# ---- design 1 ----
Fig. 1: design 1, met2 routing
Cells faint in the background.
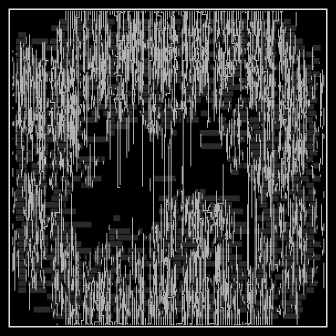

### src/rtl/hilo_sequencer.sv
// Multiply/divide sequencer and architectural HI/LO registers for the multicycle MD datapath.
// Optional macro HILO_FWD_EN forwards the result being captured to MFHI/MFLO reads in CAPTURE.
module hilo_sequencer #(
  parameter int MULT_CYCLES = 33,
  parameter int DIV_CYCLES  = 34,
  parameter int CNT_W       = 6
) (
  input  logic        clk,
  input  logic        reset,
  input  logic        start_mult,
  input  logic        start_div,
  input  logic [31:0] op_a,
  input  logic [31:0] op_b,
  input  logic        wr_hi,
  input  logic        wr_lo,
  input  logic [31:0] wr_data,
  input  logic        rd_hi,
  input  logic        rd_lo,
  output logic [31:0] rd_data,
  output logic [31:0] md_a,
  output logic [31:0] md_b,
  output logic        md_ctrl,
  output logic        md_reset,
  output logic        md_load,
  input  logic [31:0] md_high,
  input  logic [31:0] md_low,
  input  logic        md_div_zero,
  output logic [31:0] hi,
  output logic [31:0] lo,
  output logic        busy,
  output logic        stall,
  output logic        done,
  output logic        div_zero_exc
);

  typedef enum logic [1:0] {S_IDLE, S_CLEAR, S_RUN, S_CAPTURE} state_t;

  localparam logic [CNT_W-1:0] MULT_LOAD = CNT_W'(MULT_CYCLES - 1);
  localparam logic [CNT_W-1:0] DIV_LOAD  = CNT_W'(DIV_CYCLES - 1);

  state_t           r_state;
  state_t           w_next;
  logic [CNT_W-1:0] r_count;
  logic [31:0]      r_hi;
  logic [31:0]      r_lo;
  logic [31:0]      r_md_a;
  logic [31:0]      r_md_b;
  logic             r_md_ctrl;
  logic             r_done;
  logic             r_dz;
  logic             w_start;
  logic             w_abort;
  logic             w_rd_req;
  logic             w_rd_stall;
  logic [31:0]      w_cap_hi;
  logic [31:0]      w_cap_lo;

  assign w_start  = start_mult | start_div;
  assign w_rd_req = rd_hi | rd_lo;
  assign w_abort  = (r_state == S_RUN) && !r_md_ctrl && md_div_zero;
  // Divide results arrive as {quotient, remainder} and land swapped: LO=quotient, HI=remainder.
  assign w_cap_hi = r_md_ctrl ? md_high : md_low;
  assign w_cap_lo = r_md_ctrl ? md_low  : md_high;

  always_ff @(posedge clk) begin
    if (reset) r_state <= S_IDLE;
    else       r_state <= w_next;
  end

  always_comb begin
    w_next = r_state;
    case (r_state)
      S_IDLE:    if (w_start) w_next = S_CLEAR;
      S_CLEAR:   w_next = S_RUN;
      S_RUN: begin
        if (w_abort)             w_next = S_IDLE;
        else if (r_count == '0)  w_next = S_CAPTURE;
      end
      S_CAPTURE: w_next = S_IDLE;
      default:   w_next = S_IDLE;
    endcase
  end

  always_ff @(posedge clk) begin
    if (reset) begin
      r_count   <= '0;
      r_hi      <= '0;
      r_lo      <= '0;
      r_md_a    <= '0;
      r_md_b    <= '0;
      r_md_ctrl <= 1'b0;
      r_done    <= 1'b0;
      r_dz      <= 1'b0;
    end else begin
      r_done <= (r_state == S_CAPTURE);
      r_dz   <= w_abort;
      case (r_state)
        S_IDLE: begin
          if (wr_hi) r_hi <= wr_data;
          if (wr_lo) r_lo <= wr_data;
          if (w_start) begin
            r_md_a    <= op_a;
            r_md_b    <= op_b;
            r_md_ctrl <= start_mult;
          end
        end
        S_CLEAR: r_count <= r_md_ctrl ? MULT_LOAD : DIV_LOAD;
        S_RUN: if (r_count != '0) r_count <= r_count - 1'b1;
        S_CAPTURE: begin
          r_hi <= w_cap_hi;
          r_lo <= w_cap_lo;
        end
        default: ;
      endcase
    end
  end

  always_comb begin
    md_reset = 1'b0;
    md_load  = 1'b0;
    case (r_state)
      S_IDLE:  md_reset = 1'b1;
      S_CLEAR: begin
        md_reset = 1'b1;
        md_load  = !r_md_ctrl;
      end
      S_RUN:   md_load = !r_md_ctrl;
      default: ;
    endcase

    busy = (r_state != S_IDLE);

`ifdef HILO_FWD_EN
    w_rd_stall = w_rd_req && (r_state != S_CAPTURE);
    if (rd_hi)      rd_data = (r_state == S_CAPTURE) ? w_cap_hi : r_hi;
    else if (rd_lo) rd_data = (r_state == S_CAPTURE) ? w_cap_lo : r_lo;
    else            rd_data = '0;
`else
    w_rd_stall = w_rd_req;
    if (rd_hi)      rd_data = r_hi;
    else if (rd_lo) rd_data = r_lo;
    else            rd_data = '0;
`endif

    stall = busy && (w_start || wr_hi || wr_lo || w_rd_stall);
  end

  assign md_a         = r_md_a;
  assign md_b         = r_md_b;
  assign md_ctrl      = r_md_ctrl;
  assign hi           = r_hi;
  assign lo           = r_lo;
  assign done         = r_done;
  assign div_zero_exc = r_dz;

endmodule

### config.mk
export PLATFORM = sky130hd
export DESIGN_NAME = hilo_sequencer
export DESIGN_NICKNAME = d
export VERILOG_FILES = /design/src/rtl/hilo_sequencer.sv
export SDC_FILE = /design/constraint.sdc
export NUM_CORES = 1
export LEC_CHECK = 0
export CAP_MARGIN = 0
export CORE_MARGIN = 2
export CORE_UTILIZATION = 40
export CTS_CLUSTER_DIAMETER = 150
export DETAILED_ROUTE_END_ITERATION = 8
export GPL_TIMING_DRIVEN = 0
export PLACE_DENSITY = 0.92
export SLEW_MARGIN = 0
export SYNTH_ARGS = -nofsm -noshare
export SYNTH_HDL_FRONTEND = slang
export SYNTH_SLANG_ARGS = --single-unit
### constraint.sdc
create_clock -name clk -period 2.2 [get_ports clk]
set_input_delay 0.44 -clock clk [delete_from_list [all_inputs] [get_ports clk]]
set_output_delay 0.44 -clock clk [all_outputs]
set_load 0.03 [all_outputs]
# ---- design 2 ----
`config.mk`:
```
export PLATFORM = sky130hd
export DESIGN_NAME = instr_decoder
export DESIGN_NICKNAME = d
export VERILOG_FILES = /design/src/rtl/instr_decoder.sv
export SDC_FILE = /design/constraint.sdc
export NUM_CORES = 1
export LEC_CHECK = 0
export ABC_AREA = 1
export CAP_MARGIN = 40
export CORE_MARGIN = 5
export CORE_UTILIZATION = 43
export DETAILED_ROUTE_END_ITERATION = 8
export PLACE_DENSITY = 0.86
export SETUP_SLACK_MARGIN = 0.05
export SKIP_CTS_REPAIR_TIMING = 1
export SYNTH_ARGS = -nofsm -noshare
export SYNTH_HDL_FRONTEND = slang
export SYNTH_SLANG_ARGS = --single-unit
export TNS_END_PERCENT = 10
```
`constraint.sdc`:
```
create_clock -name clk -period 1.21 [get_ports clk]
set_clock_uncertainty 0.15 [all_clocks]
set_input_delay 0.363 -clock clk [delete_from_list [all_inputs] [get_ports clk]]
set_output_delay 0.363 -clock clk [all_outputs]
set_load 0.03 [all_outputs]
```
`src/rtl/instr_decoder.sv`:
```
// Decode stage: turns 9-bit instructions into registered ALU/regfile/memory/branch
// controls, sequences LOAD/STORE against mem_ack with a timeout, and latches HALT.
module instr_decoder #(
  parameter int MEM_TIMEOUT = 15,
  parameter int REG_AW      = 3
) (
  input  logic              clk,
  input  logic              reset,
  input  logic              inst_valid,
  input  logic [8:0]        inst,
  output logic              inst_ready,
  input  logic              flag_eq,
  input  logic              flag_gt,
  input  logic              mem_ack,
  output logic              ctrl_valid,
  output logic              alu_en,
  output logic [2:0]        alu_op,
  output logic [REG_AW-1:0] reg_addr,
  output logic [3:0]        imm,
  output logic              reg_we,
  output logic              mem_re,
  output logic              mem_we,
  output logic              branch_taken,
  output logic              branch_rel,
  output logic              mem_err,
  output logic              illegal,
  output logic              halted
);

  localparam logic [2:0] K_CMP   = 3'b100;
  localparam logic [1:0] K_MOVE  = 2'b00;
  localparam logic [1:0] K_FLAG  = 2'b01;
  localparam logic [1:0] K_LOAD  = 2'b10;
  localparam logic [1:0] K_STORE = 2'b11;
  localparam logic [2:0] K_BEA = 3'b000, K_BER = 3'b001, K_BNA = 3'b010;
  localparam logic [2:0] K_BNR = 3'b011, K_BUN = 3'b100, K_BGT = 3'b101;
  localparam logic [8:0] K_HALT = 9'h1FF;
  localparam logic [7:0] TIMEOUT_LAST = 8'(MEM_TIMEOUT - 1);

  typedef enum logic [1:0] {RUN = 2'd0, MEM_WAIT = 2'd1, HALTED = 2'd2} state_t;

  state_t            state, state_nx;
  logic [7:0]        cnt, cnt_nx;
  logic              ctrl_valid_nx, alu_en_nx, reg_we_nx, mem_re_nx, mem_we_nx;
  logic              branch_taken_nx, branch_rel_nx, mem_err_nx, illegal_nx;
  logic [2:0]        alu_op_nx;
  logic [REG_AW-1:0] reg_addr_nx;
  logic [3:0]        imm_nx;

  assign inst_ready = (state == RUN);
  assign halted     = (state == HALTED);

  always_comb begin
    state_nx        = state;
    cnt_nx          = cnt;
    ctrl_valid_nx   = 1'b0;
    illegal_nx      = 1'b0;
    mem_err_nx      = 1'b0;
    alu_en_nx       = alu_en;
    alu_op_nx       = alu_op;
    reg_addr_nx     = reg_addr;
    imm_nx          = imm;
    reg_we_nx       = reg_we;
    mem_re_nx       = mem_re;
    mem_we_nx       = mem_we;
    branch_taken_nx = branch_taken;
    branch_rel_nx   = branch_rel;
    case (state)
      RUN: begin
        if (inst_valid) begin
          // Every accepted word starts from a NOP so no control leaks from the previous decode.
          ctrl_valid_nx   = 1'b1;
          alu_en_nx       = 1'b0;
          alu_op_nx       = 3'b000;
          reg_addr_nx     = '0;
          imm_nx          = 4'h0;
          reg_we_nx       = 1'b0;
          mem_re_nx       = 1'b0;
          mem_we_nx       = 1'b0;
          branch_taken_nx = 1'b0;
          branch_rel_nx   = 1'b0;
          case (inst[8:7])
            2'b00: begin
              alu_en_nx   = 1'b1;
              alu_op_nx   = inst[6:4];
              reg_addr_nx = REG_AW'(inst[3:1]);
              imm_nx      = inst[3:0];
              reg_we_nx   = (inst[6:4] != K_CMP);
            end
            2'b01: begin
              reg_addr_nx = REG_AW'(inst[4:2]);
              reg_we_nx   = (inst[6:5] == K_MOVE) || (inst[6:5] == K_LOAD);
              mem_re_nx   = (inst[6:5] == K_LOAD);
              mem_we_nx   = (inst[6:5] == K_STORE);
              if (inst[6:5] == K_LOAD || inst[6:5] == K_STORE) begin
                state_nx = MEM_WAIT;
                cnt_nx   = 8'd0;
              end else begin
                state_nx = RUN;
              end
            end
            2'b10: begin
              imm_nx = inst[3:0];
              case (inst[6:4])
                K_BEA:   branch_taken_nx = flag_eq;
                K_BER:   begin branch_taken_nx = flag_eq;  branch_rel_nx = 1'b1; end
                K_BNA:   branch_taken_nx = !flag_eq;
                K_BNR:   begin branch_taken_nx = !flag_eq; branch_rel_nx = 1'b1; end
                K_BUN:   begin branch_taken_nx = 1'b1;     branch_rel_nx = 1'b1; end
                K_BGT:   begin branch_taken_nx = flag_gt;  branch_rel_nx = 1'b1; end
                default: begin illegal_nx = 1'b1; imm_nx = 4'h0; end
              endcase
            end
            default: begin
              if (inst == K_HALT) begin
                state_nx = HALTED;
              end else begin
                illegal_nx = 1'b1;
              end
            end
          endcase
        end else begin
          state_nx = RUN;
        end
      end
      MEM_WAIT: begin
        cnt_nx = cnt + 8'd1;
        // An ack in the timeout cycle still counts as success.
        if (mem_ack) begin
          state_nx  = RUN;
          mem_re_nx = 1'b0;
          mem_we_nx = 1'b0;
        end else if (cnt == TIMEOUT_LAST) begin
          state_nx   = RUN;
          mem_err_nx = 1'b1;
          mem_re_nx  = 1'b0;
          mem_we_nx  = 1'b0;
        end else begin
          state_nx = MEM_WAIT;
        end
      end
      HALTED:  state_nx = HALTED;
      default: state_nx = RUN;
    endcase
  end

  always_ff @(posedge clk) begin
    if (reset) begin
      state        <= RUN;
      cnt          <= 8'd0;
      ctrl_valid   <= 1'b0;
      alu_en       <= 1'b0;
      alu_op       <= 3'b000;
      reg_addr     <= '0;
      imm          <= 4'h0;
      reg_we       <= 1'b0;
      mem_re       <= 1'b0;
      mem_we       <= 1'b0;
      branch_taken <= 1'b0;
      branch_rel   <= 1'b0;
      mem_err      <= 1'b0;
      illegal      <= 1'b0;
    end else begin
      state        <= state_nx;
      cnt          <= cnt_nx;
      ctrl_valid   <= ctrl_valid_nx;
      alu_en       <= alu_en_nx;
      alu_op       <= alu_op_nx;
      reg_addr     <= reg_addr_nx;
      imm          <= imm_nx;
      reg_we       <= reg_we_nx;
      mem_re       <= mem_re_nx;
      mem_we       <= mem_we_nx;
      branch_taken <= branch_taken_nx;
      branch_rel   <= branch_rel_nx;
      mem_err      <= mem_err_nx;
      illegal      <= illegal_nx;
    end
  end

endmodule
```
Fig. 2: design 1, the metal 1 layer
The bar under the picture is 50 um long. Cells faint in the background.
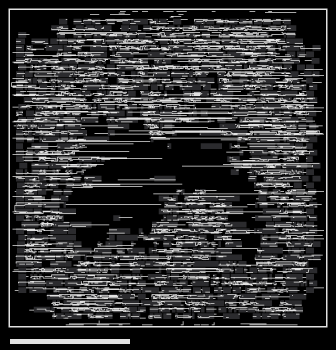
1,165 nets have wire on it. The layer carries 10,000 um of wire. The layer holds 40% of the routed length. The wires run mostly horizontal. The longest straight run is 56.1 um.
met1 GRT Util: 33.2%
Via Count: 7,351
WL final: 25.2 mm

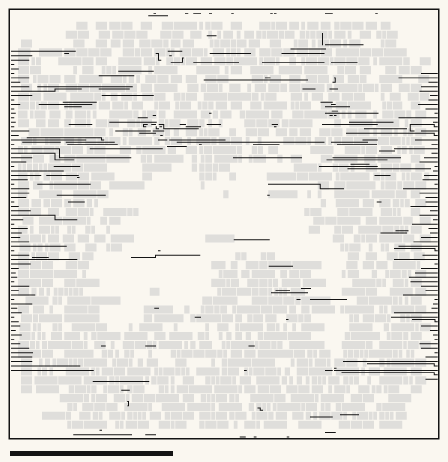
Fig. 3. M3 wires (design 1).
The bar under the picture is 50 um long. Cells faint in the background.
The wires run mostly horizontal. The layer holds 7.5% of the routed length.
grt met3 use: 6.29%

About Fig. 1:
The wires run mostly vertical. The layer carries 12,500 um of wire.

==> changes_impl.md, design 1 <==
### Changed

* Clock Tree Root: clkbuf_16
* Most frequent CP cell: buf_2
* FF+latch area at 2790 um^2
* Critical-path maximum fanout at 9
* Post-synth top cells: nand2_1 (262), dfxtp_1 (139), a21oi_1 (70)
* Vias in the first global route at 7,217
* Status: finished clean
* Non-clk invs at 6
* P_leak at 0.00411 uW
* Post-synth EDFFs at 0
* Core area at 15,900 um^2
* Setup Skew at 0.0102 ns
* Mapped Area at 6480 um^2
* Met1 wire length at 10.0 mm
* Final hold vios at 0
* Initial antenna violation count at 0
* Critical Path Source Type: register
## design 1: power by group through the flow
| stage | clock (uW) | sequential [uW] | combinational, uW |
|---|---|---|---|
| floorplan | 0 | 4170 | 1920 |
| global placement | 0 | 3360 | 4620 |
| detailed placement | 0 | 3380 | 4710 |
| CTS | 3270 | 3340 | 4670 |
| global route | 3380 | 3400 | 4940 |
| finish | 3230 | 3350 | 4660 |
## design 1: state kept, by name (all words and copies together), names as in the netlist, 2 cells and up
name and cells:
md_a 32, r_state 2, r_count 6, md_b 32, hi 32, lo 32
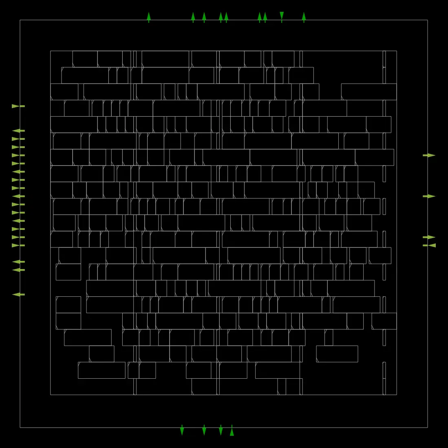
Fig. 4. Placement view (design 2).
# Taps: 46
final non-filler cell total: 318
flop share of the area: 25.3%

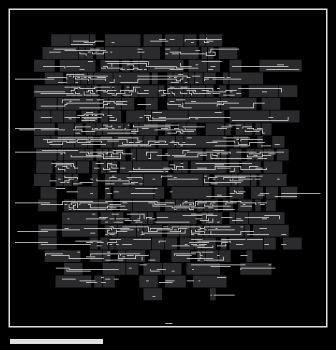
Fig. 5. The metal 1 layer (design 2).
The bar under the picture is 20 um long. Cells faint in the background.
The longest straight run is 12.0 um. The wires run mostly horizontal. 255 nets have wire on it.
met1 GRT Util: 20.0%
WL final: 4.57 mm
Via Count: 1,639

==> changes_impl.md, design 2 <==
### Changed

* Status: complete, but fails checks
* Failing checks: negative setup slack
* Setup WS post-layout at -0.313 ns
* Total GRT Usage at 18.7%
* Post-synthesis simple-gate area fraction at 27.1%
* Critical path endpoint category: output pin
* Overall Power at 2160 uW
* P_comb at 531 uW
* Worst hold path type: in -> reg
* XORs/XNORs by Area at 0%
* Diode count at 0
* Combinational fraction of design power at 24.6%
* Syn_nets at 216
* Placed Cells at 308
* Arrival time worst endpoint at 1.01 ns
* Setup Viol. Count Final at 46
* Die width at 67.7 um
* Crit Path Category: reg -> out
* Ports at 36
* Post-synthesis cell count at 199
* Post-synth EDFFs at 0
* First-pass GRT wire length at 6.33 mm
* Met3 WL post-DR at 249 um
* Max power group: registers
* FF+latch area at 622 um^2
* Clock power share at 28.5%
* Nets at 289
* Core area at 3280 um^2
* Die height at 67.7 um
* Post-layout period usage at 126%
* Worst reg-to-reg setup slack at -0.13 ns
## design 2: layer usage
| layer | vias to the layer above | track usage (%) |
|---|---|---|
| met5 | - | 0 |
| met3 | 16 | 6.49 |
| met4 | 0 | 6.84 |
| li1 | 790 | - |
| met2 | 53 | 33.7 |
| met1 | 780 | 20.0 |
## design 2: sequential cells by signal, summed over array words and instances (netlist names)
register / count
cnt: 8
state: 2
imm: 4
alu_en: 1
branch_taken: 1
alu_op: 3
branch_rel: 1
reg_addr: 3
mem_re: 1
reg_we: 1
illegal: 1
mem_err: 1
ctrl_valid: 1
mem_we: 1


## Gallery

Sequential cells grouped by signal name.
Other sequential cells in the stronger gray, the rest of the logic in the fainter gray.
panel A
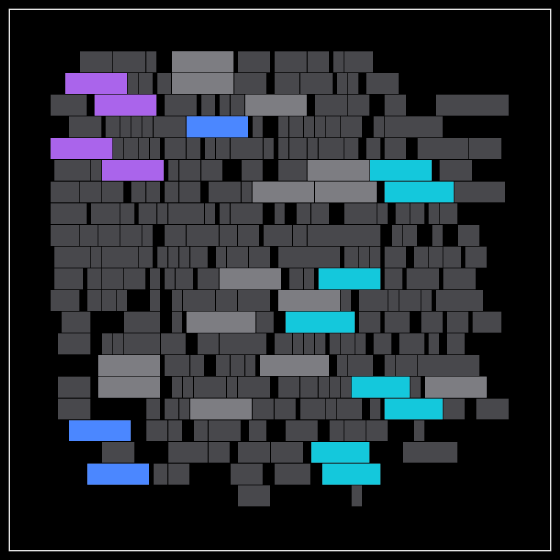
panel B
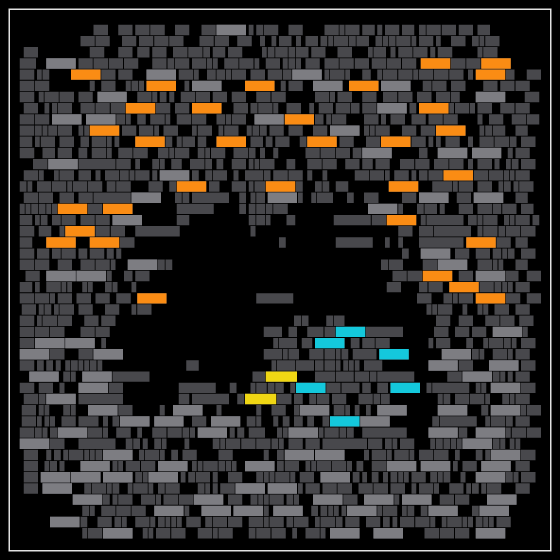
| from | picture |
|---|---|
| design 2 | panel A |
| design 1 | panel B |
The one with the most sequential cells is panel B.
The one with the most cells is panel B.

Key to panel B:
Key: orange = `hi` [sequential cells 32]; yellow = `r_state` [sequential cells 2]; cyan = `r_count` [sequential cells 6]

No activity file was given, so power comes from the tool's default toggle rates.
